# ---- design 1 ----
### Metal 3, design 1

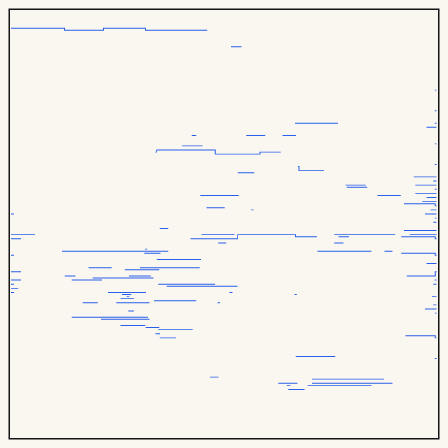

==> config.mk <==
export PLATFORM = sky130hd
export DESIGN_NAME = nnet_argmax_stage
export DESIGN_NICKNAME = d
export VERILOG_FILES = /design/src/rtl/nnet_argmax_stage.sv
export SDC_FILE = /design/constraint.sdc
export NUM_CORES = 1
export LEC_CHECK = 0
export CORE_MARGIN = 2
export CORE_UTILIZATION = 40
export DETAILED_ROUTE_END_ITERATION = 8
export PLACE_DENSITY = 0.65
export SYNTH_ARGS = -nofsm -noshare
export SYNTH_HDL_FRONTEND = slang
export SYNTH_SLANG_ARGS = --single-unit
==> constraint.sdc <==
create_clock -name ap_clk -period 11.36 [get_ports ap_clk]
set_input_delay 1.136 -clock ap_clk [delete_from_list [all_inputs] [get_ports ap_clk]]
set_output_delay 1.136 -clock ap_clk [all_outputs]
set_load 0.02 [all_outputs]
==> src/rtl/nnet_argmax_stage.sv <==
// nnet_argmax_stage
//
// Reduces each result vector from the neural-net score stream to a single word that holds the
// index and value of the largest signed score. Vector length comes from vec_len, which is
// sampled when the first score of each vector is accepted. s_axis_data_tlast is not used.
// Ties keep the lowest index. One result word is emitted per vector as a one-word packet.
//
// Parameters
//   DATA_W  width of one signed score, taken from s_axis_data_tdata[DATA_W-1:0]
//   CNT_W   width of vec_len and of the class-index counter
//
// Ports
//   ap_clk              clock, rising edge
//   ap_rst_n            asynchronous active-low reset
//   vec_len             scores per vector (0 is treated as 1)
//   s_axis_data_*       score stream in (tdata, tvalid, tready, tlast)
//   m_axis_data_*       result stream out: tdata = {index[15:0], max score sign-extended to 16}
//   vec_count           result words delivered since reset, wraps modulo 2^32

module nnet_argmax_stage #(
   parameter int unsigned DATA_W = 16,
   parameter int unsigned CNT_W  = 16
) (
   input  logic             ap_clk,
   input  logic             ap_rst_n,
   input  logic [CNT_W-1:0] vec_len,
   input  logic [31:0]      s_axis_data_tdata,
   input  logic             s_axis_data_tvalid,
   output logic             s_axis_data_tready,
   input  logic             s_axis_data_tlast,
   output logic [31:0]      m_axis_data_tdata,
   output logic             m_axis_data_tvalid,
   input  logic             m_axis_data_tready,
   output logic             m_axis_data_tlast,
   output logic [31:0]      vec_count
);

   typedef enum logic [0:0] {
      StAccum,
      StEmit
   } state_e;

   state_e                    state_q, state_d;
   // Holds tready low through reset and releases it on the first edge afterwards.
   logic                      alive_q;
   logic [CNT_W-1:0]          cnt_q, cnt_d;
   logic [CNT_W-1:0]          len_q, len_d;
   logic signed [DATA_W-1:0]  max_q, max_d;
   logic [CNT_W-1:0]          idx_q, idx_d;
   logic [31:0]               res_q, res_d;
   logic [31:0]               count_q, count_d;

   logic signed [DATA_W-1:0]  score;
   logic                      s_rdy;
   logic                      s_acc;
   logic                      first;
   logic [CNT_W-1:0]          len_in;
   logic [CNT_W-1:0]          len_cur;
   logic                      is_last;
   logic                      take;
   logic signed [DATA_W-1:0]  new_max;
   logic [CNT_W-1:0]          new_idx;
   logic [15:0]               idx16;
   logic [15:0]               max16;

   // ------------------------------------------------------------------------------------------
   // Score datapath
   // ------------------------------------------------------------------------------------------
   assign score = signed'(s_axis_data_tdata[DATA_W-1:0]);

   assign s_rdy = alive_q && (state_q == StAccum);
   assign s_acc = s_axis_data_tvalid && s_rdy;

   // The sample counter is zero exactly when the next accepted score starts a new vector.
   assign first   = (cnt_q == '0);
   assign len_in  = (vec_len == '0) ? CNT_W'(1) : vec_len;
   // The first score must be judged against the live vec_len since len_q is not loaded yet.
   assign len_cur = first ? len_in : len_q;
   assign is_last = (cnt_q == (len_cur - CNT_W'(1)));

   // Strictly-greater replace so equal scores keep the earlier (lower) index.
   assign take    = first || (score > max_q);
   assign new_max = take ? score : max_q;
   assign new_idx = first ? '0 : (take ? cnt_q : idx_q);

   // Result word formatting: index zero-extended or truncated, score sign-extended or truncated.
   generate
      if (CNT_W >= 16) begin : g_idx_trunc
         assign idx16 = new_idx[15:0];
      end else begin : g_idx_ext
         assign idx16 = {{(16 - CNT_W){1'b0}}, new_idx};
      end

      if (DATA_W >= 16) begin : g_max_trunc
         assign max16 = new_max[15:0];
      end else begin : g_max_ext
         assign max16 = {{(16 - DATA_W){new_max[DATA_W-1]}}, new_max};
      end

      if (DATA_W < 32) begin : g_unused_hi
         logic unused_in;
         assign unused_in = ^{s_axis_data_tdata[31:DATA_W], s_axis_data_tlast};
      end else begin : g_unused_last
         logic unused_in;
         assign unused_in = s_axis_data_tlast;
      end
   endgenerate

   // ------------------------------------------------------------------------------------------
   // Next-state logic
   // ------------------------------------------------------------------------------------------
   always_comb begin
      state_d = state_q;
      cnt_d   = cnt_q;
      len_d   = len_q;
      max_d   = max_q;
      idx_d   = idx_q;
      res_d   = res_q;
      count_d = count_q;

      unique case (state_q)
         StAccum: begin
            if (s_acc) begin
               max_d = new_max;
               idx_d = new_idx;
               cnt_d = cnt_q + CNT_W'(1);
               if (first) begin
                  len_d = len_in;
               end
               if (is_last) begin
                  // Result is frozen here so tdata stays stable for the whole EMIT period.
                  res_d   = {idx16, max16};
                  state_d = StEmit;
               end
            end
         end

         StEmit: begin
            if (m_axis_data_tready) begin
               state_d = StAccum;
               cnt_d   = '0;
               count_d = count_q + 32'd1;
            end
         end

         default: begin
            state_d = StAccum;
            cnt_d   = '0;
         end
      endcase
   end

   // ------------------------------------------------------------------------------------------
   // State registers
   // ------------------------------------------------------------------------------------------
   always_ff @(posedge ap_clk or negedge ap_rst_n) begin
      if (!ap_rst_n) begin
         state_q <= StAccum;
         alive_q <= 1'b0;
         cnt_q   <= '0;
         len_q   <= '0;
         max_q   <= '0;
         idx_q   <= '0;
         res_q   <= '0;
         count_q <= '0;
      end else begin
         state_q <= state_d;
         alive_q <= 1'b1;
         cnt_q   <= cnt_d;
         len_q   <= len_d;
         max_q   <= max_d;
         idx_q   <= idx_d;
         res_q   <= res_d;
         count_q <= count_d;
      end
   end

   // ------------------------------------------------------------------------------------------
   // Outputs
   // ------------------------------------------------------------------------------------------
   assign s_axis_data_tready = s_rdy;
   assign m_axis_data_tvalid = (state_q == StEmit);
   assign m_axis_data_tlast  = (state_q == StEmit);
   assign m_axis_data_tdata  = res_q;
   assign vec_count          = count_q;

endmodule

# ---- design 2 ----
## config.mk

```make
export PLATFORM = sky130hd
export DESIGN_NAME = fifo_rr_arbiter
export DESIGN_NICKNAME = d
export VERILOG_FILES = /design/src/rtl/fifo_rr_arbiter.sv
export SDC_FILE = /design/constraint.sdc
export NUM_CORES = 1
export LEC_CHECK = 0
export CORE_MARGIN = 2
export CORE_UTILIZATION = 35
export CTS_BUF_LIST = sky130_fd_sc_hd__clkbuf_16
export DETAILED_ROUTE_END_ITERATION = 8
export HOLD_SLACK_MARGIN = 0.08
export MAX_ROUTING_LAYER = met4
export PLACE_DENSITY = 0.86
export SLEW_MARGIN = 20
export SYNTH_ARGS = -nofsm -noshare
export SYNTH_HDL_FRONTEND = slang
export SYNTH_SLANG_ARGS = --single-unit
export TNS_END_PERCENT = 5
```

## constraint.sdc

```tcl
create_clock -name clk -period 8.8 [get_ports clk]
set_clock_uncertainty 0.2 [all_clocks]
set_input_delay 2.64 -clock clk [delete_from_list [all_inputs] [get_ports clk]]
set_output_delay 2.64 -clock clk [all_outputs]
set_load 0.01 [all_outputs]
```

## src/rtl/fifo_rr_arbiter.sv

```systemverilog
// fifo_rr_arbiter: N:1 round-robin arbiter sharing one val/rdy stream.
// The winning message passes through combinationally, and ostream_src reports
// which requester won.
// Build option: define ARB_BURST_EN to hold a grant for up to p_max_burst
// consecutive transfers while the owner stays valid.
module fifo_rr_arbiter #(
    parameter int p_num_reqs  = 4,
    parameter int p_bit_width = 8,
    parameter int p_max_burst = 4
) (
    input  logic                              clk,
    input  logic                              reset,
    input  logic [p_num_reqs*p_bit_width-1:0] istream_msg,
    input  logic [p_num_reqs-1:0]             istream_val,
    output logic [p_num_reqs-1:0]             istream_rdy,
    output logic [p_bit_width-1:0]            ostream_msg,
    output logic                              ostream_val,
    input  logic                              ostream_rdy,
    output logic [$clog2(p_num_reqs)-1:0]     ostream_src
);
    localparam int PW = $clog2(p_num_reqs);
    localparam logic [PW-1:0] LastIdx = PW'(p_num_reqs - 1);

    logic [PW-1:0] ptr_q;
    logic [PW-1:0] ptr_d;
    logic [PW-1:0] scan_g;
    logic [PW-1:0] grant;
    logic [PW-1:0] cand_idx [p_num_reqs];
    logic          any_val;
    logic          xfer;

    // Candidate k is requester (ptr + k) mod N; ptr is always below N, so a
    // single conditional subtract is enough for the wrap.
    for (genvar gi = 0; gi < p_num_reqs; gi++) begin : g_cand
        assign cand_idx[gi] = (int'(ptr_q) + gi >= p_num_reqs)
                              ? PW'(int'(ptr_q) + gi - p_num_reqs)
                              : PW'(int'(ptr_q) + gi);
    end

    // Priority scan starting at ptr: walk from the lowest priority candidate
    // to the highest, so the last valid hit wins.
    always_comb begin
        scan_g = ptr_q;
        for (int k = p_num_reqs - 1; k >= 0; k--) begin
            if (istream_val[cand_idx[k]]) begin
                scan_g = cand_idx[k];
            end
        end
    end

`ifdef ARB_BURST_EN
    localparam int CW = $clog2(p_max_burst) + 1;

    typedef enum logic {
        IDLE,
        LOCKED
    } mode_e;

    mode_e         mode_q;
    mode_e         mode_d;
    logic [PW-1:0] owner_q;
    logic [PW-1:0] owner_d;
    logic [CW-1:0] cnt_q;
    logic [CW-1:0] cnt_d;
    logic [CW-1:0] new_cnt;
    logic          lock_active;

    // The lock only matters while its owner is still presenting data.
    assign lock_active = (mode_q == LOCKED) && istream_val[owner_q];
    assign grant       = lock_active ? owner_q : scan_g;

    // Burst state register.
    always_ff @(posedge clk) begin
        if (reset) begin
            mode_q  <= IDLE;
            owner_q <= '0;
            cnt_q   <= '0;
        end else begin
            mode_q  <= mode_d;
            owner_q <= owner_d;
            cnt_q   <= cnt_d;
        end
    end

    // Burst next state: extend or start a burst on each transfer, release when
    // the limit is reached or when the owner drops val.
    always_comb begin
        mode_d  = mode_q;
        owner_d = owner_q;
        cnt_d   = cnt_q;
        new_cnt = lock_active ? (cnt_q + CW'(1)) : CW'(1);
        if (xfer) begin
            if (new_cnt < CW'(p_max_burst)) begin
                mode_d  = LOCKED;
                owner_d = grant;
                cnt_d   = new_cnt;
            end else begin
                mode_d  = IDLE;
                cnt_d   = '0;
            end
        end else if (!lock_active) begin
            mode_d = IDLE;
            cnt_d  = '0;
        end
    end
`else
    logic unused_max_burst;

    // Without bursting every transfer re-arbitrates, so the burst limit is moot.
    assign unused_max_burst = (p_max_burst > 0);
    assign grant            = scan_g;
`endif

    assign any_val     = |istream_val;
    assign ostream_val = any_val && !reset;
    assign xfer        = ostream_val && ostream_rdy;
    assign ostream_src = grant;
    assign ostream_msg = istream_msg[grant*p_bit_width +: p_bit_width];

    // Only the granted requester sees downstream ready.
    for (genvar gi = 0; gi < p_num_reqs; gi++) begin : g_rdy
        assign istream_rdy[gi] = xfer && (grant == PW'(gi));
    end

    // Next pointer: the requester after the one that just transferred.
    always_comb begin
        ptr_d = ptr_q;
        if (xfer) begin
            ptr_d = (grant == LastIdx) ? '0 : (grant + PW'(1));
        end
    end

    // Round-robin pointer register.
    always_ff @(posedge clk) begin
        if (reset) begin
            ptr_q <= '0;
        end else begin
            ptr_q <= ptr_d;
        end
    end

endmodule
```

# ---- design 3 ----
===== src/rtl/ec_sched_pkg.sv =====
// Shared constants for the enable-gated register write scheduler:
// FSM state encodings and the polarity of the register clock-enable.
package ec_sched_pkg;

  localparam logic [1:0] ST_IDLE    = 2'd0;
  localparam logic [1:0] ST_SETUP   = 2'd1;
  localparam logic [1:0] ST_WRITE   = 2'd2;
  localparam logic [1:0] ST_RELEASE = 2'd3;

  // EC high blocks the register clock (Cdff = C | EC).
  localparam logic EC_HOLD    = 1'b1;
  localparam logic EC_CAPTURE = 1'b0;

endpackage


===== src/rtl/ec_sched_rr_pick.sv =====
// Combinational round-robin picker: lowest-index request at or above ptr,
// wrapping modulo NREQ.
module rr_pick #(
  parameter int NREQ = 4,
  parameter int PW   = $clog2(NREQ)
) (
  input  logic [NREQ-1:0] req,
  input  logic [PW-1:0]   ptr,
  output logic [PW-1:0]   win,
  output logic            valid
);

  logic [PW:0]   sum;
  logic [PW-1:0] idx;

  // Scan from the farthest candidate down so the nearest one wins last.
  always_comb begin
    win   = '0;
    valid = |req;
    sum   = '0;
    idx   = '0;
    for (int k = NREQ - 1; k >= 0; k--) begin
      sum = {1'b0, ptr} + (PW + 1)'(k);
      if (sum >= (PW + 1)'(NREQ)) begin
        sum = sum - (PW + 1)'(NREQ);
      end
      idx = sum[PW-1:0];
      if (req[idx]) begin
        win = idx;
      end
    end
  end

endmodule


===== src/rtl/ec_sched.sv =====
// Write scheduler for one clock-enable-gated register shared by NREQ requesters:
// arbitrates, presents data, opens the clock for one cycle, then acknowledges.
module ec_sched
  import ec_sched_pkg::*;
#(
  parameter int NREQ = 4,
  parameter int W    = 8
) (
  input  logic              C,
  input  logic              nR,
  input  logic [NREQ-1:0]   REQ,
  input  logic [NREQ*W-1:0] WD,
  output logic [NREQ-1:0]   GNT,
  output logic [W-1:0]      D,
  output logic              EC,
  output logic              BUSY,
  output logic [7:0]        WCNT
);

  localparam int PW = $clog2(NREQ);

  logic [1:0]      state_q, state_d;
  logic [PW-1:0]   win_q, win_d;
  logic [PW-1:0]   ptr_q, ptr_d;
  logic [W-1:0]    data_q, data_d;
  logic            ec_q, ec_d;
  logic [NREQ-1:0] gnt_q, gnt_d;
  logic [7:0]      wcnt_q, wcnt_d;

  logic [PW-1:0]   pick_win;
  logic            pick_valid;
  logic [W-1:0]    wd_slice [NREQ];

  for (genvar gi = 0; gi < NREQ; gi++) begin : g_slice
    assign wd_slice[gi] = WD[gi*W +: W];
  end

  rr_pick #(.NREQ(NREQ), .PW(PW)) u_pick (
    .req   (REQ),
    .ptr   (ptr_q),
    .win   (pick_win),
    .valid (pick_valid)
  );

  always_comb begin
    state_d = state_q;
    win_d   = win_q;
    ptr_d   = ptr_q;
    data_d  = data_q;
    wcnt_d  = wcnt_q;
    ec_d    = EC_HOLD;
    gnt_d   = '0;
    case (state_q)
      ST_IDLE: begin
        if (pick_valid) begin
          win_d   = pick_win;
          data_d  = wd_slice[pick_win];
          state_d = ST_SETUP;
        end
      end
      ST_SETUP: begin
        // Winner withdrew before the clock opened: drop silently.
        if (!REQ[win_q]) begin
          state_d = ST_IDLE;
        end else begin
          ec_d    = EC_CAPTURE;
          state_d = ST_WRITE;
        end
      end
      ST_WRITE: begin
        gnt_d   = NREQ'(1) << win_q;
        wcnt_d  = wcnt_q + 8'd1;
        ptr_d   = (win_q == PW'(NREQ - 1)) ? '0 : win_q + PW'(1);
        state_d = ST_RELEASE;
      end
      ST_RELEASE: begin
        state_d = ST_IDLE;
      end
      default: begin
        state_d = ST_IDLE;
      end
    endcase
  end

  always_ff @(posedge C or negedge nR) begin
    if (!nR) begin
      state_q <= ST_IDLE;
      win_q   <= '0;
      ptr_q   <= '0;
      data_q  <= '0;
      ec_q    <= EC_HOLD;
      gnt_q   <= '0;
      wcnt_q  <= '0;
    end else begin
      state_q <= state_d;
      win_q   <= win_d;
      ptr_q   <= ptr_d;
      data_q  <= data_d;
      ec_q    <= ec_d;
      gnt_q   <= gnt_d;
      wcnt_q  <= wcnt_d;
    end
  end

  assign GNT  = gnt_q;
  assign D    = data_q;
  assign EC   = ec_q;
  assign BUSY = (state_q != ST_IDLE);
  assign WCNT = wcnt_q;

endmodule


===== config.mk =====
export PLATFORM = sky130hd
export DESIGN_NAME = ec_sched
export DESIGN_NICKNAME = d
export VERILOG_FILES = /design/src/rtl/ec_sched_pkg.sv /design/src/rtl/ec_sched_rr_pick.sv /design/src/rtl/ec_sched.sv
export SDC_FILE = /design/constraint.sdc
export NUM_CORES = 1
export LEC_CHECK = 0
export CAP_MARGIN = 20
export CELL_PAD_IN_SITES_DETAIL_PLACEMENT = 1
export CELL_PAD_IN_SITES_GLOBAL_PLACEMENT = 2
export CORE_MARGIN = 2
export CORE_UTILIZATION = 25
export DETAILED_ROUTE_END_ITERATION = 10
export PLACE_DENSITY = 0.91
export SYNTH_ARGS = -nofsm -noshare
export SYNTH_HDL_FRONTEND = slang
export SYNTH_SLANG_ARGS = --single-unit

===== constraint.sdc =====
create_clock -name C -period 1.76 [get_ports C]
set_clock_uncertainty 0.15 [all_clocks]
set_input_delay 0.264 -clock C [delete_from_list [all_inputs] [get_ports C]]
set_output_delay 0.264 -clock C [all_outputs]
set_load 0.02 [all_outputs]

### Routed metal, one color a layer, design 1

Two of the layers only.
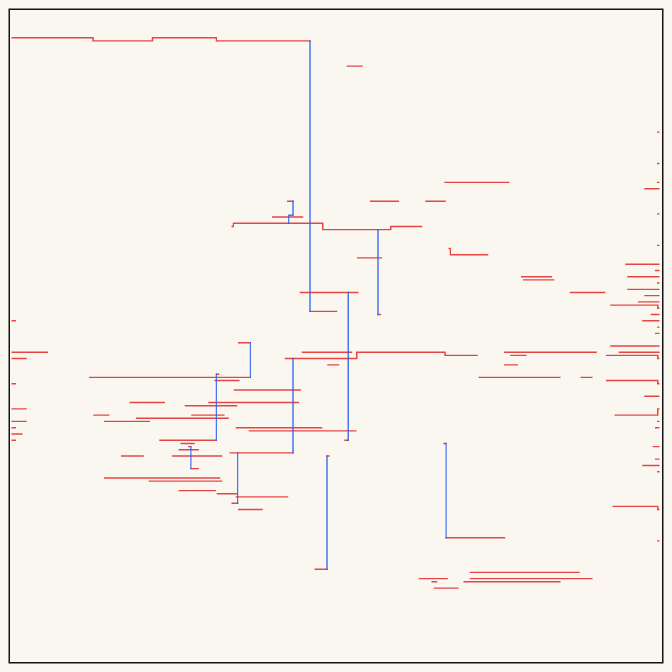
M4: marked blue, wire length 217 um. M3: marked red, wire length 839 um.

### I/O pins on the die edge, design 1

Pins as bars across the die edge, other pins in gray.
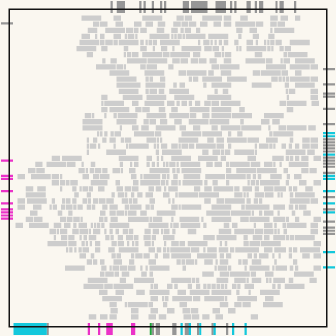
`s_axis_data_tdata`: marked cyan, pins 32, direction input, edge 22 bottom, 10 right. `s_axis_data_tvalid`: marked green, pins 1, direction input, edge bottom. `vec_len`: marked magenta, pins 16, direction input, edge 9 left, 7 bottom.
All pins by edge: 41 bottom, 37 top, 32 right, 10 left.

Notes on 'Metal 3' of design 1 above:
The longest straight run is 34.7 um. The layer carries 839 um of wire.
WL final: 18800 um
GR Layer Usage met3: 0.0333

==> flow_metrics.py, design 1 <==
# Synthesis and PnR figures
metrics = {
    "finish": {
        "drive_above_1_share": 0.125,
        "clock_buffers": 20,
        "antenna_cells": 0,
        "final-nonclk-buf-share": 0.117,
    },
    "routing": {
        "vias": 6099,
        "wl_met2_um": 9200,
    },
    "critical_path": {
        "slowest_stage": "o2111a_1",
        "critPathCapture": "m_axis_data_tdata[20]",
        "crit_type": "input port to register",
        "rr_worst_depth": 16,
        "crit_chain": "clkdlybuf4s50_1, nor4_1, nand2b_1, o311a_1, or2_2, ha_1, nand2b_1, o41ai_1, a311o_1, a211o_1, a2111oi_2, o2111a_1, nand4_4, o21ai_1",
    },
    "final_timing": {
        "max_freq_ghz": 0.173,
    },
    "synthesis": {
        "fp_nets": 817,
        "edf_count": 0,
    },
    "status": {
        "status": "finished, final reports clean",
    },
}
-- design 1: power by group through the flow --
| stage | sequential (mW) | clock [mW] | combinational (mW) |
|---|---|---|---|
| 2_1_floorplan | 0.576 | 0 | 0.529 |
| 4_1_cts | 0.599 | 0.630 | 0.686 |
| 5_1_grt | 0.610 | 0.650 | 0.750 |
| 6_report | 0.600 | 0.619 | 0.685 |
| 3_3_place_gp | 0.603 | 0 | 0.667 |
| 3_5_place_dp | 0.607 | 0 | 0.679 |
-- design 1: critical path, delay by kind of cell --
kind / cells / cell delay [ns]
AND-OR/OR-AND: 7 / 2.64
AND/OR/NAND/NOR: 5 / 1.52
buffers and inverters: 1 / 0.51
adder cells (fa/ha/maj): 1 / 0.28
-- design 1: cells by family after synthesis --
kind of cell | Yosys count | share of synthesized area
DFF | 130 | 0.433
adders and majority gates | 20 | 0.0333
other | 1 | 0.000500
muxes | 61 | 0.0870
and+or+nand+nor | 213 | 0.152
buffers and inverters | 76 | 0.0440
AOI/OAI and AO/OA | 187 | 0.185
xor gates and xnor gates | 56 | 0.0653
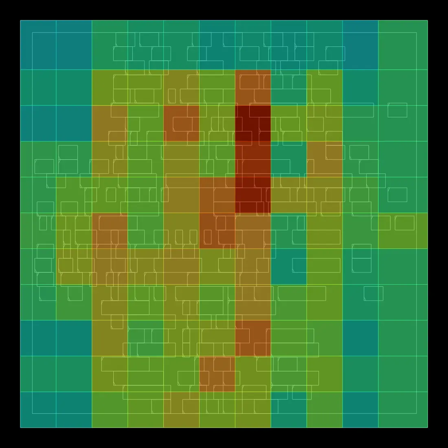
*Routing congestion map, design 3*
GRT Total Usage: 0.137
GR Layer Usage met3: 0.0241

### I/O pins on the die edge, design 3

Pins as bars across the die edge, other pins in gray.
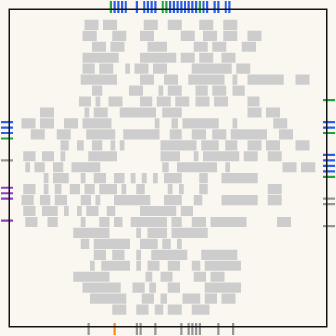
`D`: marked green, pins 8, direction output, edge 4 top, 3 right, 1 left. `REQ`: marked purple, pins 4, direction input, edge left. `WD`: marked blue, pins 32, direction input, edge 23 top, 6 right, 3 left. `nR`: marked orange, pins 1, direction input, edge bottom.
All pins by edge: 27 top, 12 bottom, 12 right, 9 left.
die y size: 78.5 um
Die X: 78.5 um

==> flow_metrics.py, design 3 <==
# Synthesis and PnR figures
metrics = {
    "status": {
        "status": "finished, final reports clean",
    },
    "synthesis": {
        "fp_nets": 172,
        "adder_share": 0.0451,
    },
    "critical_path": {
        "crit_arrival_ns": 1.76,
        "crit_top_cell": "buf_12",
    },
    "final_timing": {
        "grt_setup_unrepaired": "true",
        "tightest_slew_ns": 0.416,
        "max_freq_ghz": 0.570,
        "slew_viol_final": 0,
    },
    "pwr": {
        "p_leak_nw": 1.08,
        "power_mw": 3.27,
    },
    "clock_network": {
        "clock_path_buffers": 2,
        "cts_tree": "built",
        "clock_latency_ns": 0.27,
    },
    "placement": {
        "postPlaceCellArea_mm2": 0.00214,
    },
    "routing": {
        "drtPass1Iterations": 4,
        "routed_wl_um": 4020,
        "drt-initial-drc-count": 24,
    },
    "finish": {
        "synthToLayoutAreaGrowth_pct": 65.2,
        "nets": 245,
    },
    "flow_run": {
        "max_cap_violations": 0,
    },
    "global_route": {
        "grt_pass1_wl_um": 6540,
        "antenna_found_initial": 0,
    },
}
[design 3: power breakdown]
group	switching, mW	internal, mW
sequential	0.233	0.856
clock	0.198	0.159
combinational	0.874	0.952
total	1.31	1.97
[design 3: final cells by class]
type | instances | area, um2
fill | 604 | 3150
timing repair buffer | 73 | 783
sequential | 27 | 677
multi-input combinational | 92 | 677
tap | 72 | 90.1
clock buffer | 3 | 41.3
inverter | 5 | 18.8
clock inverter | 1 | 5.00
[design 3: registers in the layout, summed over array words and instances, names as in the netlist, named ones only]
signal and flops:
win_q 2, WCNT 8, ptr_q 2, D 8, EC 1, GNT 4, state_q 1
[design 3: repair_timing]
item / 4_1_cts / 5_1_grt
endpoints found under the setup margin: 13 / 10
setup buffers: 2 / 0
pin swaps: 5 / 2
resized: 18 / 3
gates cloned: 2 / 0
hold buffers: 0 / 0
[design 3: per-layer routing]
layer / track usage / vias up / wire length [um]
met5: 0 / - / 0
met4: 0.0649 / 0 / 81
met3: 0.0241 / 6 / 140
met2: 0.219 / 31 / 2000
met1: 0.179 / 614 / 1790
li1: - / 603 / -
[design 3: kinds of logic after synthesis]
family,count (synthesis)
compound gates,17
xor+xnor,7
fa+ha+maj,5
buf+inv,10
flops,27
mux,16
simple gates,47
### Wires at chosen ports, followed through buffers, design 2

Scale bar: 10 um.
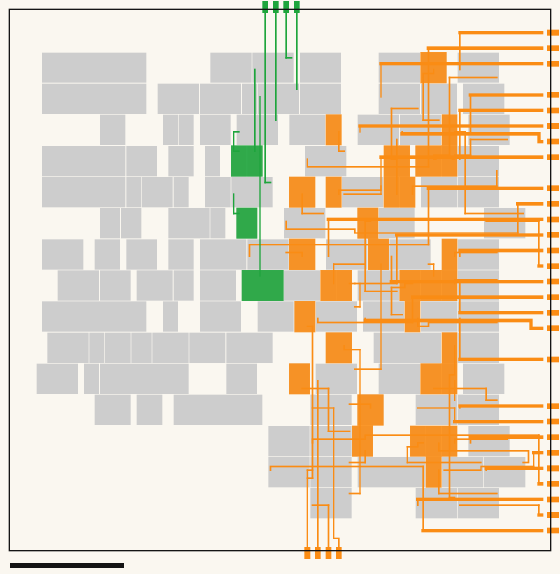
`istream_msg`: marked orange, bits 32, direction input, end cells 32, buffers 32, wire 695 um. `istream_rdy`: marked green, bits 4, direction output, end cells 4, buffers 4, wire 63.3 um.

==> flow_metrics.py, design 2 <==
# Synthesis and PnR figures
metrics = {
    "critical_path": {
        "crit_top_cell": "clkdlybuf4s50_1",
        "critPathCapture": "ostream_msg[3]",
        "rr_startpoint": "ptr_q[0]",
        "rr_worst_depth": 5,
        "crit_chain": "clkdlybuf4s50_1, and3b_1, nor4_4, nor2_4, inv_6, nand2_1, a32oi_1, clkdlybuf4s50_1",
        "required_ns": 5.96,
    },
    "final_timing": {
        "grt_setup_unrepaired": "false",
        "tightest_slew_ns": 0.535,
        "fin_setup_tns_ns": 0,
    },
    "routing": {
        "routed_wl_um": 2120,
    },
    "finish": {
        "fillers": 145,
        "lay_top_cells": "clkdlybuf4s50_1, nand2_1, a21oi_1",
        "drive_above_1_share": 0.164,
        "synthToLayoutAreaGrowth_pct": 84.7,
    },
    "synthesis": {
        "syn_avg_cell_area_um2": 7.18,
        "synth_stat.cells": 91,
        "muxShareOfSynthArea": 0,
        "edf_count": 0,
        "synth-xor-area-share": 0,
        "syn_area_um2": 653,
    },
    "flow_run": {
        "warnings": 26,
        "max_cap_violations": 0,
    },
    "pwr": {
        "power.density_mw_per_mm2": 140,
        "pg_clk_uw": 67.9,
        "p_int_uw": 117,
        "p_leak_nw": 0.439,
    },
    "global_route": {
        "antenna_found_initial": 0,
        "grt_overflow_total": 0,
    },
    "min_path": {
        "min_to": "ptr_q[0]",
    },
    "clock_network": {
        "clock_latency_ns": 0.22,
        "clock-sinks": 2,
        "post_cts_resized": 0,
    },
    "status": {
        "status": "finished, final reports clean",
    },
}
[design 2: area by class of cell]
class	instances	area, um2	area share
Inverter	4	20.0	0.0166
Sequential cell	2	40.0	0.0332
Clock buffer	3	75.1	0.0622
Timing Repair Buffer	53	531	0.440
Tap cell	25	31.3	0.0259
Multi-Input combinational cell	78	509	0.422
[design 2: metrics by stage]
step           worst slack (ns)  instances  hold slack, ns  power (mW)  instance area, um2
2_1_floorplan              2.15         91           0.347      0.0636                 653
3_3_place_gp               1.03        162           0.398      0.0996                1130
3_5_place_dp              0.966        162           0.398       0.101                1130
4_1_cts                   0.963        165           0.402       0.171                1210
5_1_grt                   0.845        165           0.466       0.178                1210
6_report                  0.974        165           0.405       0.169                1210
[design 2: worst reg2reg max path: stages, from the launching register on]
cell and delay (ns):
dfxtp_1 0.37, nor2b_2 0.22, a21oi_2 0.07, o211ai_4 0.46, inv_2 0.14, a211oi_1 0.23
[design 2: layer usage]
metal	GRT usage	vias to the layer above	part of all wire
met5	-	-	0
met4	0.0667	0	0
met3	0.0538	0	0.12
met2	0.340	38	0.49
met1	0.207	385	0.39
li1	-	428	-

# ---- design 4 ----
`src/rtl/fetch_pkg.sv`:
```
// rtl/fetch_pkg.sv - shared widths, constants and types for the fetch stage
package fetch_pkg;
   localparam int ADDR_W = 5;
   localparam int INSTR_W = 16;
   localparam logic [INSTR_W-1:0] NOP_INSTR = 16'h0000;
   localparam logic [3:0] HALT_OPCODE = 4'hF;

   typedef enum logic {S_RUN = 1'b0, S_HALT = 1'b1} fetch_state_t;
   typedef logic [ADDR_W-1:0] pc_t;
endpackage

```
`src/rtl/fetch_unit_pc_reg.sv`:
```
// rtl/fetch_unit_pc_reg.sv - program counter register with load and increment
// Priority reset > load > inc; increment wraps modulo 2^ADDR_W.
module pc_reg
   import fetch_pkg::*;
#(
   parameter int ADDR_W = fetch_pkg::ADDR_W,
   parameter logic [ADDR_W-1:0] RESET_PC = '0
) (
   input  logic              clk,
   input  logic              reset,
   input  logic              load,
   input  logic [ADDR_W-1:0] load_value,
   input  logic              inc,
   output logic [ADDR_W-1:0] pc
);

   always_ff @(posedge clk) begin
      if (reset)
         pc <= RESET_PC;
      else if (load)
         pc <= load_value;
      else if (inc)
         pc <= pc + 1'b1;
   end

endmodule

```
`src/rtl/fetch_unit.sv`:
```
// rtl/fetch_unit.sv - instruction fetch stage with IF/ID register, redirect and halt
// Optional FETCH_PERF_EN adds saturating fetch_count and stall_count outputs.
module fetch_unit
   import fetch_pkg::*;
#(
   parameter int ADDR_W = fetch_pkg::ADDR_W,
   parameter int INSTR_W = fetch_pkg::INSTR_W,
   parameter logic [ADDR_W-1:0] RESET_PC = '0,
   parameter logic [3:0] HALT_OPCODE = fetch_pkg::HALT_OPCODE
) (
   input  logic               clk,
   input  logic               reset,
   output logic [ADDR_W-1:0]  imem_addr,
   input  logic [INSTR_W-1:0] imem_instr,
   input  logic               redirect_valid,
   input  logic [ADDR_W-1:0]  redirect_target,
   input  logic               id_ready,
   output logic               if_valid,
   output logic [INSTR_W-1:0] if_instr,
   output logic [ADDR_W-1:0]  if_pc,
   output logic [ADDR_W-1:0]  if_pc_plus1,
   output logic               halted
`ifdef FETCH_PERF_EN
   ,
   output logic [15:0]        fetch_count,
   output logic [15:0]        stall_count
`endif
);

   fetch_state_t      state;
   logic [ADDR_W-1:0] pc;
   logic              fire;
   logic              is_halt;
   logic              capture;
   logic              pc_inc;

   assign fire      = !if_valid || id_ready;
   assign is_halt   = (imem_instr[INSTR_W-1:INSTR_W-4] == HALT_OPCODE);
   assign capture   = !redirect_valid && fire && (state == S_RUN);
   // A fetched halt keeps pc pointing at itself so nothing past it is fetched.
   assign pc_inc    = capture && !is_halt;
   assign imem_addr = pc;

   pc_reg #(
      .ADDR_W   (ADDR_W),
      .RESET_PC (RESET_PC)
   ) u_pc_reg (
      .clk        (clk),
      .reset      (reset),
      .load       (redirect_valid),
      .load_value (redirect_target),
      .inc        (pc_inc),
      .pc         (pc)
   );

   always_ff @(posedge clk) begin
      if (reset) begin
         state    <= S_RUN;
         if_valid <= 1'b0;
         if_instr <= INSTR_W'(NOP_INSTR);
         if_pc    <= '0;
      end else if (redirect_valid) begin
         state    <= S_RUN;
         if_valid <= 1'b0;
      end else if (!fire) begin
         state    <= state;
      end else if (state == S_HALT) begin
         if (id_ready && if_valid)
            if_valid <= 1'b0;
      end else begin
         if_instr <= imem_instr;
         if_pc    <= pc;
         if_valid <= 1'b1;
         if (is_halt)
            state <= S_HALT;
      end
   end

   assign if_pc_plus1 = if_pc + 1'b1;
   assign halted      = (state == S_HALT);

`ifdef FETCH_PERF_EN
   always_ff @(posedge clk) begin
      if (reset) begin
         fetch_count <= '0;
         stall_count <= '0;
      end else begin
         if (capture && fetch_count != 16'hFFFF)
            fetch_count <= fetch_count + 16'd1;
         if (if_valid && !id_ready && !redirect_valid && stall_count != 16'hFFFF)
            stall_count <= stall_count + 16'd1;
      end
   end
`endif

endmodule

```
`config.mk`:
```
export PLATFORM = sky130hd
export DESIGN_NAME = fetch_unit
export DESIGN_NICKNAME = d
export VERILOG_FILES = /design/src/rtl/fetch_pkg.sv /design/src/rtl/fetch_unit_pc_reg.sv /design/src/rtl/fetch_unit.sv
export SDC_FILE = /design/constraint.sdc
export NUM_CORES = 1
export LEC_CHECK = 0
export CORE_UTILIZATION = 39
export DETAILED_ROUTE_END_ITERATION = 8
export PLACE_DENSITY = 0.88
export SYNTH_ARGS = -nofsm -noshare
export SYNTH_HDL_FRONTEND = slang
export SYNTH_SLANG_ARGS = --single-unit
export TNS_END_PERCENT = 50
```
`constraint.sdc`:
```
create_clock -name clk -period 1.8 [get_ports clk]
set_input_delay 0.18 -clock clk [delete_from_list [all_inputs] [get_ports clk]]
set_output_delay 0.18 -clock clk [all_outputs]
set_load 0.005 [all_outputs]
```
# ---- design 5 ----
[src/rtl/mc_ctrl_pkg.sv]
// ---------------------------------------------------------------------------
// mc_ctrl_pkg
// Shared definitions for the multicycle MIPS-subset control FSM:
//   - state encodings (4-bit, S_FETCH = 0 ... S_BRANCH_NE = 13)
//   - opcode / funct constants
//   - ALU operation codes driven on alu_control
//   - alu_src_b and pc_src select constants
// ---------------------------------------------------------------------------
package mc_ctrl_pkg;

  typedef enum logic [3:0] {
    S_FETCH     = 4'd0,
    S_DECODE    = 4'd1,
    S_MEMADR    = 4'd2,
    S_MEMRD     = 4'd3,
    S_MEMWB     = 4'd4,
    S_MEMWR     = 4'd5,
    S_EXEC      = 4'd6,
    S_ALUWB     = 4'd7,
    S_BRANCH    = 4'd8,
    S_ADDIEX    = 4'd9,
    S_ADDIWB    = 4'd10,
    S_JUMP      = 4'd11,
    S_ILLEGAL   = 4'd12,
    S_BRANCH_NE = 4'd13
  } state_e;

  // Opcodes (instruction[31:26])
  localparam logic [5:0] OP_RTYPE = 6'b000000;
  localparam logic [5:0] OP_LW    = 6'b100011;
  localparam logic [5:0] OP_SW    = 6'b101011;
  localparam logic [5:0] OP_BEQ   = 6'b000100;
  localparam logic [5:0] OP_BNE   = 6'b000101;
  localparam logic [5:0] OP_ADDI  = 6'b001000;
  localparam logic [5:0] OP_J     = 6'b000010;

  // R-type funct codes (instruction[5:0])
  localparam logic [5:0] FN_ADD = 6'b100000;
  localparam logic [5:0] FN_SUB = 6'b100010;
  localparam logic [5:0] FN_AND = 6'b100100;
  localparam logic [5:0] FN_OR  = 6'b100101;
  localparam logic [5:0] FN_XOR = 6'b100110;
  localparam logic [5:0] FN_SLT = 6'b101010;

  // ALU operation codes
  localparam logic [2:0] ALU_AND = 3'b000;
  localparam logic [2:0] ALU_OR  = 3'b001;
  localparam logic [2:0] ALU_ADD = 3'b010;
  localparam logic [2:0] ALU_XOR = 3'b011;
  localparam logic [2:0] ALU_SUB = 3'b110;
  localparam logic [2:0] ALU_SLT = 3'b111;

  // ALU operand B select
  localparam logic [1:0] SRCB_B      = 2'b00;
  localparam logic [1:0] SRCB_FOUR   = 2'b01;
  localparam logic [1:0] SRCB_IMM    = 2'b10;
  localparam logic [1:0] SRCB_IMM_SH = 2'b11;

  // PC source select
  localparam logic [1:0] PCSRC_ALU    = 2'b00;
  localparam logic [1:0] PCSRC_ALUOUT = 2'b01;
  localparam logic [1:0] PCSRC_JUMP   = 2'b10;

  // Load and store share the address-calculation path
  function automatic logic is_mem_op(input logic [5:0] op);
    return (op == OP_LW) || (op == OP_SW);
  endfunction

endpackage

[src/rtl/mc_ctrl_alu_decoder.sv]
// ---------------------------------------------------------------------------
// alu_decoder
// Combinational R-type funct decoder.
// Ports:
//   funct        in  6  instruction[5:0]
//   alu_control  out 3  ALU operation for the funct (ADD when unsupported)
//   funct_valid  out 1  funct is one of ADD/SUB/AND/OR/XOR/SLT
// ---------------------------------------------------------------------------
module alu_decoder
  import mc_ctrl_pkg::*;
(
  input  logic [5:0] funct,
  output logic [2:0] alu_control,
  output logic       funct_valid
);

  // funct -> ALU operation lookup
  always_comb begin
    alu_control = ALU_ADD;
    funct_valid = 1'b1;
    case (funct)
      FN_ADD:  alu_control = ALU_ADD;
      FN_SUB:  alu_control = ALU_SUB;
      FN_AND:  alu_control = ALU_AND;
      FN_OR:   alu_control = ALU_OR;
      FN_XOR:  alu_control = ALU_XOR;
      FN_SLT:  alu_control = ALU_SLT;
      default: begin
        alu_control = ALU_ADD;
        funct_valid = 1'b0;
      end
    endcase
  end

endmodule

[src/rtl/mc_ctrl.sv]
// ---------------------------------------------------------------------------
// mc_ctrl
// Multicycle control FSM for the MIPS-subset core. Decodes op/funct and
// drives every datapath select, write strobe and the ALU operation code.
// Outputs are combinational from the state register (plus mem_ready gating
// in the memory states) and are all forced to 0 while rst_n is low.
//
// Parameter:
//   MEM_HANDSHAKE  1 = memory states wait for mem_ready, 0 = mem_ready ignored
// Optional feature macro:
//   MC_CTRL_BNE_EN  enables bne (op 000101) via the BRANCH_NE state;
//                   when undefined bne decodes as illegal.
// Ports:
//   clk, rst_n                 clock, async active-low reset
//   op, funct, zero, mem_ready instruction fields, ALU zero, memory done
//   mem_read, mem_write, iord  memory control
//   ir_write, pc_write, branch, pc_en, pc_src   IR / PC control
//   reg_write, reg_dst, mem_to_reg              register file control
//   alu_src_a, alu_src_b, alu_control           ALU control
//   illegal                    sticky illegal-instruction flag
//   state_o                    current state for debug
// ---------------------------------------------------------------------------
module mc_ctrl
  import mc_ctrl_pkg::*;
#(
  parameter bit MEM_HANDSHAKE = 1'b1
) (
  input  logic       clk,
  input  logic       rst_n,
  input  logic [5:0] op,
  input  logic [5:0] funct,
  input  logic       zero,
  input  logic       mem_ready,
  output logic       mem_read,
  output logic       mem_write,
  output logic       iord,
  output logic       ir_write,
  output logic       pc_write,
  output logic       branch,
  output logic       pc_en,
  output logic       reg_write,
  output logic       reg_dst,
  output logic       mem_to_reg,
  output logic       alu_src_a,
  output logic [1:0] alu_src_b,
  output logic [1:0] pc_src,
  output logic [2:0] alu_control,
  output logic       illegal,
  output logic [3:0] state_o
);

  state_e     state_q, state_d;
  logic       ready_s;
  logic [2:0] dec_alu_s;
  logic       dec_valid_s;

  logic       mem_read_s, mem_write_s, iord_s, ir_write_s, pc_write_s;
  logic       branch_s, branch_ne_s, reg_write_s, reg_dst_s, mem_to_reg_s;
  logic       alu_src_a_s, illegal_s;
  logic [1:0] alu_src_b_s, pc_src_s;
  logic [2:0] alu_control_s;

  assign ready_s = MEM_HANDSHAKE ? mem_ready : 1'b1;

  alu_decoder u_alu_decoder (
    .funct       (funct),
    .alu_control (dec_alu_s),
    .funct_valid (dec_valid_s)
  );

  // State register
  always_ff @(posedge clk or negedge rst_n) begin
    if (!rst_n) begin
      state_q <= S_FETCH;
    end else begin
      state_q <= state_d;
    end
  end

  // Next-state and per-state datapath controls
  always_comb begin
    state_d       = state_q;
    mem_read_s    = 1'b0;
    mem_write_s   = 1'b0;
    iord_s        = 1'b0;
    ir_write_s    = 1'b0;
    pc_write_s    = 1'b0;
    branch_s      = 1'b0;
    branch_ne_s   = 1'b0;
    reg_write_s   = 1'b0;
    reg_dst_s     = 1'b0;
    mem_to_reg_s  = 1'b0;
    alu_src_a_s   = 1'b0;
    alu_src_b_s   = SRCB_B;
    pc_src_s      = PCSRC_ALU;
    alu_control_s = ALU_ADD;
    illegal_s     = 1'b0;

    case (state_q)
      S_FETCH: begin
        mem_read_s    = 1'b1;
        alu_src_b_s   = SRCB_FOUR;
        alu_control_s = ALU_ADD;
        pc_src_s      = PCSRC_ALU;
        // IR load and PC+4 commit only once the instruction word is back
        if (ready_s) begin
          ir_write_s = 1'b1;
          pc_write_s = 1'b1;
          state_d    = S_DECODE;
        end else begin
          state_d    = S_FETCH;
        end
      end
      S_DECODE: begin
        // Speculatively compute branch target into ALUOut
        alu_src_b_s   = SRCB_IMM_SH;
        alu_control_s = ALU_ADD;
        if (is_mem_op(op)) begin
          state_d = S_MEMADR;
        end else begin
          case (op)
            OP_RTYPE: state_d = S_EXEC;
            OP_BEQ:   state_d = S_BRANCH;
            OP_ADDI:  state_d = S_ADDIEX;
            OP_J:     state_d = S_JUMP;
`ifdef MC_CTRL_BNE_EN
            OP_BNE:   state_d = S_BRANCH_NE;
`endif
            default:  state_d = S_ILLEGAL;
          endcase
        end
      end
      S_MEMADR: begin
        alu_src_a_s   = 1'b1;
        alu_src_b_s   = SRCB_IMM;
        alu_control_s = ALU_ADD;
        if (op == OP_LW) begin
          state_d = S_MEMRD;
        end else begin
          state_d = S_MEMWR;
        end
      end
      S_MEMRD: begin
        mem_read_s = 1'b1;
        iord_s     = 1'b1;
        if (ready_s) begin
          state_d = S_MEMWB;
        end else begin
          state_d = S_MEMRD;
        end
      end
      S_MEMWB: begin
        reg_write_s  = 1'b1;
        mem_to_reg_s = 1'b1;
        state_d      = S_FETCH;
      end
      S_MEMWR: begin
        iord_s = 1'b1;
        // Single write pulse, coincident with the accepting cycle
        if (ready_s) begin
          mem_write_s = 1'b1;
          state_d     = S_FETCH;
        end else begin
          state_d     = S_MEMWR;
        end
      end
      S_EXEC: begin
        alu_src_a_s   = 1'b1;
        alu_src_b_s   = SRCB_B;
        alu_control_s = dec_alu_s;
        if (dec_valid_s) begin
          state_d = S_ALUWB;
        end else begin
          state_d = S_ILLEGAL;
        end
      end
      S_ALUWB: begin
        reg_write_s = 1'b1;
        reg_dst_s   = 1'b1;
        state_d     = S_FETCH;
      end
      S_BRANCH: begin
        alu_src_a_s   = 1'b1;
        alu_control_s = ALU_SUB;
        branch_s      = 1'b1;
        pc_src_s      = PCSRC_ALUOUT;
        state_d       = S_FETCH;
      end
`ifdef MC_CTRL_BNE_EN
      S_BRANCH_NE: begin
        alu_src_a_s   = 1'b1;
        alu_control_s = ALU_SUB;
        branch_ne_s   = 1'b1;
        pc_src_s      = PCSRC_ALUOUT;
        state_d       = S_FETCH;
      end
`endif
      S_ADDIEX: begin
        alu_src_a_s   = 1'b1;
        alu_src_b_s   = SRCB_IMM;
        alu_control_s = ALU_ADD;
        state_d       = S_ADDIWB;
      end
      S_ADDIWB: begin
        reg_write_s = 1'b1;
        state_d     = S_FETCH;
      end
      S_JUMP: begin
        pc_write_s = 1'b1;
        pc_src_s   = PCSRC_JUMP;
        state_d    = S_FETCH;
      end
      S_ILLEGAL: begin
        // Trap: no strobes, only reset leaves this state
        illegal_s = 1'b1;
        state_d   = S_ILLEGAL;
      end
      default: begin
        // Unused encodings recover to a clean fetch
        state_d = S_FETCH;
      end
    endcase
  end

  // Every output is held at 0 while reset is asserted
  assign mem_read    = mem_read_s   & rst_n;
  assign mem_write   = mem_write_s  & rst_n;
  assign iord        = iord_s       & rst_n;
  assign ir_write    = ir_write_s   & rst_n;
  assign pc_write    = pc_write_s   & rst_n;
  assign branch      = branch_s     & rst_n;
  assign pc_en       = (pc_write_s | (branch_s & zero) | (branch_ne_s & ~zero)) & rst_n;
  assign reg_write   = reg_write_s  & rst_n;
  assign reg_dst     = reg_dst_s    & rst_n;
  assign mem_to_reg  = mem_to_reg_s & rst_n;
  assign alu_src_a   = alu_src_a_s  & rst_n;
  assign alu_src_b   = alu_src_b_s  & {2{rst_n}};
  assign pc_src      = pc_src_s     & {2{rst_n}};
  assign alu_control = alu_control_s & {3{rst_n}};
  assign illegal     = illegal_s    & rst_n;
  assign state_o     = state_q      & {4{rst_n}};

endmodule

[config.mk]
export PLATFORM = sky130hd
export DESIGN_NAME = mc_ctrl
export DESIGN_NICKNAME = d
export VERILOG_FILES = /design/src/rtl/mc_ctrl_pkg.sv /design/src/rtl/mc_ctrl_alu_decoder.sv /design/src/rtl/mc_ctrl.sv
export SDC_FILE = /design/constraint.sdc
export NUM_CORES = 1
export LEC_CHECK = 0
export CORE_AREA = 8 8 51 53
export CTS_CLUSTER_DIAMETER = 60
export DETAILED_ROUTE_END_ITERATION = 8
export DIE_AREA = 0 0 59 61
export GPL_ROUTABILITY_DRIVEN = 0
export PLACE_DENSITY = 0.82
export REMOVE_ABC_BUFFERS = 1
export SKIP_CTS_REPAIR_TIMING = 1
export SLEW_MARGIN = 20
export SYNTH_ARGS = -nofsm -noshare
export SYNTH_HDL_FRONTEND = slang
export SYNTH_SLANG_ARGS = --single-unit
[constraint.sdc]
create_clock -name clk -period 3.85 [get_ports clk]
set_input_delay 0.77 -clock clk [delete_from_list [all_inputs] [get_ports clk]]
set_output_delay 0.77 -clock clk [all_outputs]
set_load 0.005 [all_outputs]
### Wires at chosen ports, followed through buffers, design 5

Scale bar: 20 um.
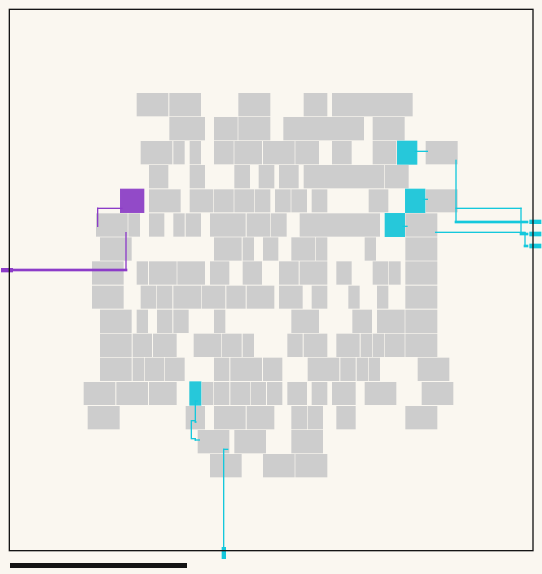
`alu_src_a`: marked purple, bits 1, direction output, end cells 1, buffers 1, wire 21.7 um. `state_o`: marked cyan, bits 4, direction output, end cells 4, buffers 4, wire 57.9 um.

### Routing congestion map, design 5

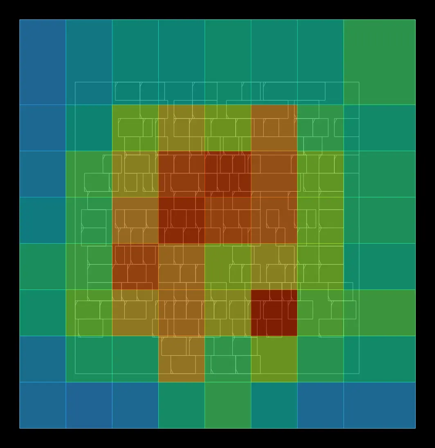
wire per inst: 14.2 um
final core utilization: 0.616

==> flow_metrics.py, design 5 <==
# Synthesis and PnR figures
metrics = {
    "status": {
        "status": "finished, final reports clean",
    },
    "clock_network": {
        "cts_tree": "built",
        "clock_latency_ns": 0.22,
        "htree_levels": 1,
        "clkSlewWorstSetupHoldPaths_ns": 0.03,
    },
    "finish": {
        "lay_top_cells": "clkdlybuf4s50_1, nor2_1, nand2b_1",
        "seq_area_um2": 100,
        "drive_above_1_share": 0.0483,
        "antenna_cells": 0,
        "fillers": 174,
        "nets": 163,
        "top_regs": "state_q: 4 flops",
    },
    "flow_run": {
        "max_cap_violations": 0,
        "warnings": 25,
    },
    "final_timing": {
        "finalClockSkew_ns": 0.00154,
        "finalSetupViolations": 0,
        "min_period_ns": 3.24,
    },
    "routing": {
        "dr.max_layer_used": "met3",
        "vias_per_cell": 5.55,
        "vias": 955,
    },
    "synthesis": {
        "netlist_top_cells_count": "nor2_1, nand2b_1, nor3_1",
        "ys_seq_frac": 0.139,
        "syn_avg_cell_area_um2": 6.50,
        "yosysWarnings": 0,
    },
    "global_route": {
        "use_met2": 0.257,
        "grt_util_met3": 0.0403,
        "antenna_found_initial": 0,
    },
    "min_path": {
        "whs_path_depth": 3,
    },
    "placement": {
        "port_buffers": 38,
    },
}
[design 5: report_power, final]
group / leakage (nW) / switching [mW] / internal (mW)
clock network: 0.0138 / 0.0138 / 0.0346
logic: 0.341 / 0.144 / 0.178
registers: 0.0525 / 0.0606 / 0.0573
[design 5: per-stage QoR]
step                total power, mW  std cells  hold WS [ns]
global route                  0.534        172         0.888
finish                        0.488        172         0.829
detailed placement            0.435        169         0.818
CTS                           0.490        172         0.819
floorplan                     0.272        102         0.474
global placement              0.428        169         0.803
[design 5: area by class of cell]
class / instances / area share
clock buffer: 3 / 0.0198
inverter: 2 / 0.00662
multi-input combinational: 96 / 0.507
sequential: 4 / 0.0882
tap: 27 / 0.0298
timing repair buffer: 40 / 0.348
[design 5: worst max path at each step]
stage	slack, ns	endpoint
after global routing	0.45	alu_control[2]
final	0.61	pc_en
after detailed placement	0.59	pc_en
after floorplan	1.65	alu_control[2]
after global placement	0.61	ir_write
after CTS	0.58	pc_en
[design 5: worst max-delay path: stages]
cell and delay, ns:
clkdlybuf4s50_1 0.67, nand2_1 0.16, nor2_1 0.22, a21o_1 0.15
clkdlybuf4s50_1 0.50
### Metal 3, design 4

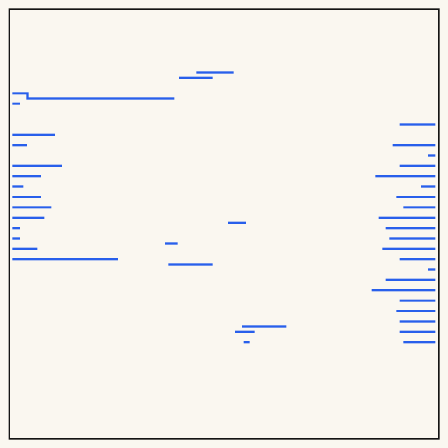
42 nets have wire on it. The wires run mostly horizontal. The layer holds 6.6% of the routed length. The longest straight run is 19.1 um.

### I/O pins on the die edge, design 4

Pins as bars across the die edge, other pins in gray.
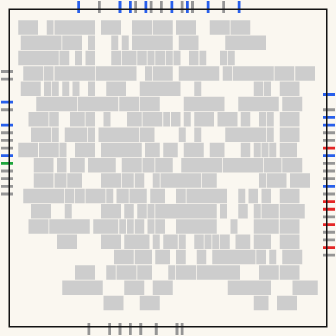
`if_instr`: marked blue, pins 16, direction output, edge 8 top, 5 right, 3 left. `if_pc_plus1`: marked red, pins 5, direction output, edge right. `id_ready`: marked green, pins 1, direction input, edge left.
Die X: 56.2 um
PortBufs: 57
die y size: 56.2 um

==> flow_metrics.py, design 4 <==
# Synthesis and PnR figures
metrics = {
    "status": {
        "status": "finished, final reports clean",
    },
    "synthesis": {
        "topCellsByArea": "dfxtp_1, nand2_1, a21oi_1, xnor2_1, clkbuf_1",
        "fp_nets": 168,
        "synth.top_cell.area_share": 0.490,
    },
    "finish": {
        "clock_area_frac": 0.0283,
        "flops": 28,
        "inv_count": 2,
        "lay_top_count": "clkdlybuf4s50_1",
        "area.combinational_um2": 554,
        "clock_buffers": 3,
        "num-multi-input-gates": 104,
        "comb_area_frac": 0.298,
        "seq_area_um2": 564,
        "antenna_cells": 0,
    },
    "flow_run": {
        "warnings": 26,
        "max_cap_violations": 0,
    },
    "floorplanning": {
        "taps": 31,
    },
    "clock_network": {
        "cts_root_buf": "clkbuf_4",
        "clock_latency_ns": 0.32,
    },
    "pwr": {
        "power.density_mw_per_mm2": 735,
    },
    "global_route": {
        "grt_overflow_total": 0,
    },
    "routing": {
        "vias_per_cell": 5.11,
    },
}
[design 4: path summary, 6_finish.rpt]
kind	start	end	slack (ns)	cells after the start
worst min-delay path	imem_instr[11]	if_instr[11]	0.39	3
worst max register to register	if_valid	u_pc_reg.pc[4]	0.31	3
worst min register to register	if_instr[1]	if_instr[1]	0.46	2
worst max-delay path	if_pc[0]	if_pc_plus1[1]	0.20	2
[design 4: cell families (layout without fill, tap and decap cells)]
kind of cell               after synthesis  after routing  share of synthesized area
and+or+nand+nor                         64             64                      0.256
AOI/OAI and AO/OA                       32             32                      0.155
DFF                                     28             28                      0.490
buffers and inverters                    9             72                     0.0295
xor gates and xnor gates                 5              5                     0.0383
adders and majority gates                2              2                     0.0219
muxes                                    1              1                    0.00875
[design 4: report_power, final]
group	switching, mW	internal [mW]
Combinational	0.105	0.171
Clock	0.178	0.225
Sequential	0.0293	0.659
[design 4: critical path: stages, from the launching register on]
cell and delay [ns]:
dfxtp_2 0.35, ha_1 0.27, clkdlybuf4s50_1 0.49
[design 4: repair_timing]
item	4_1_cts	5_1_grt
gates resized	3	3
buffers inserted	2	0
setup endpoints to repair	2	2

==> screenshots <==
Routed metal, one color a layer.
Two of the layers only.
picture 1
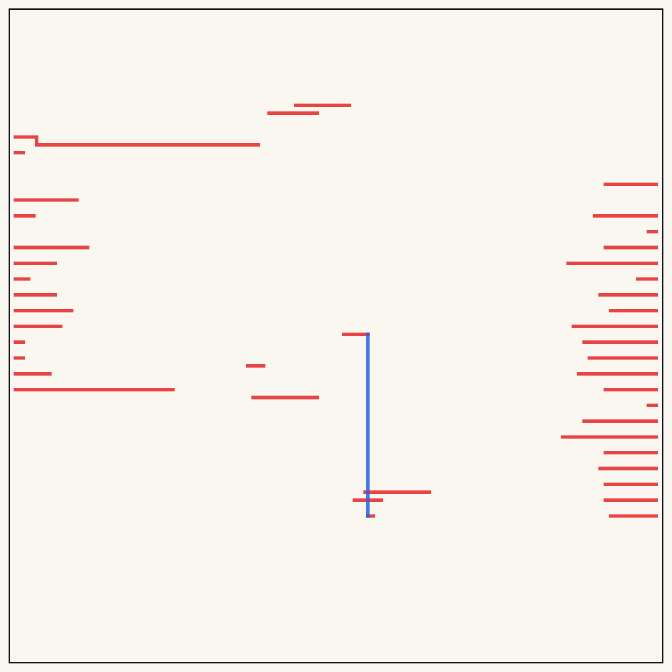
picture 2
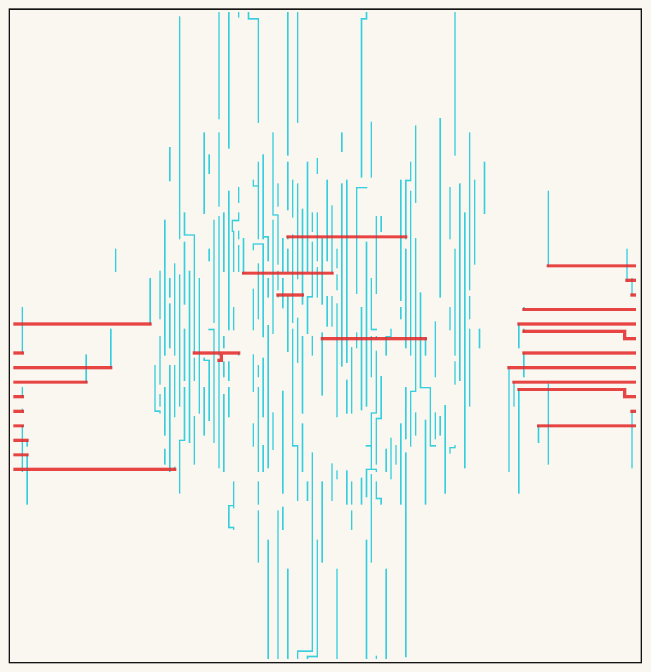
Of these, most wire: picture 1
- design 4 = picture 1
- design 5 = picture 2

Key to picture 1:
M4: marked blue, wire length 15.6 um. M3: marked red, wire length 196 um.



==> notes/layouts.md <==
Pictures saved along the way, in no particular order.

Sequential cells colored by netlist name.
image #1
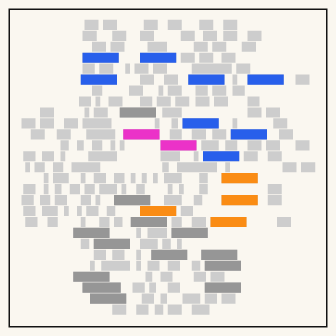
image #2
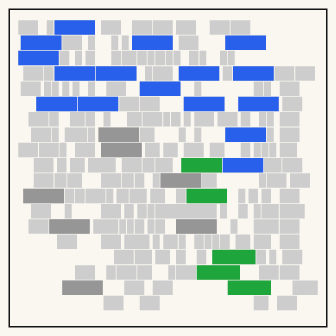
image #3
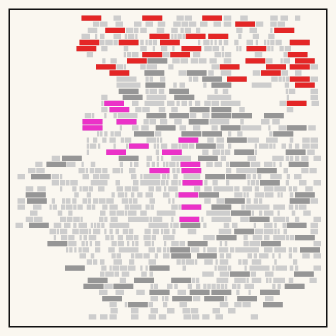
| from | picture |
|---|---|
| design 3 | image #1 |
| design 1 | image #3 |
| design 4 | image #2 |

No activity file was given, so power comes from the tool's default toggle rates.
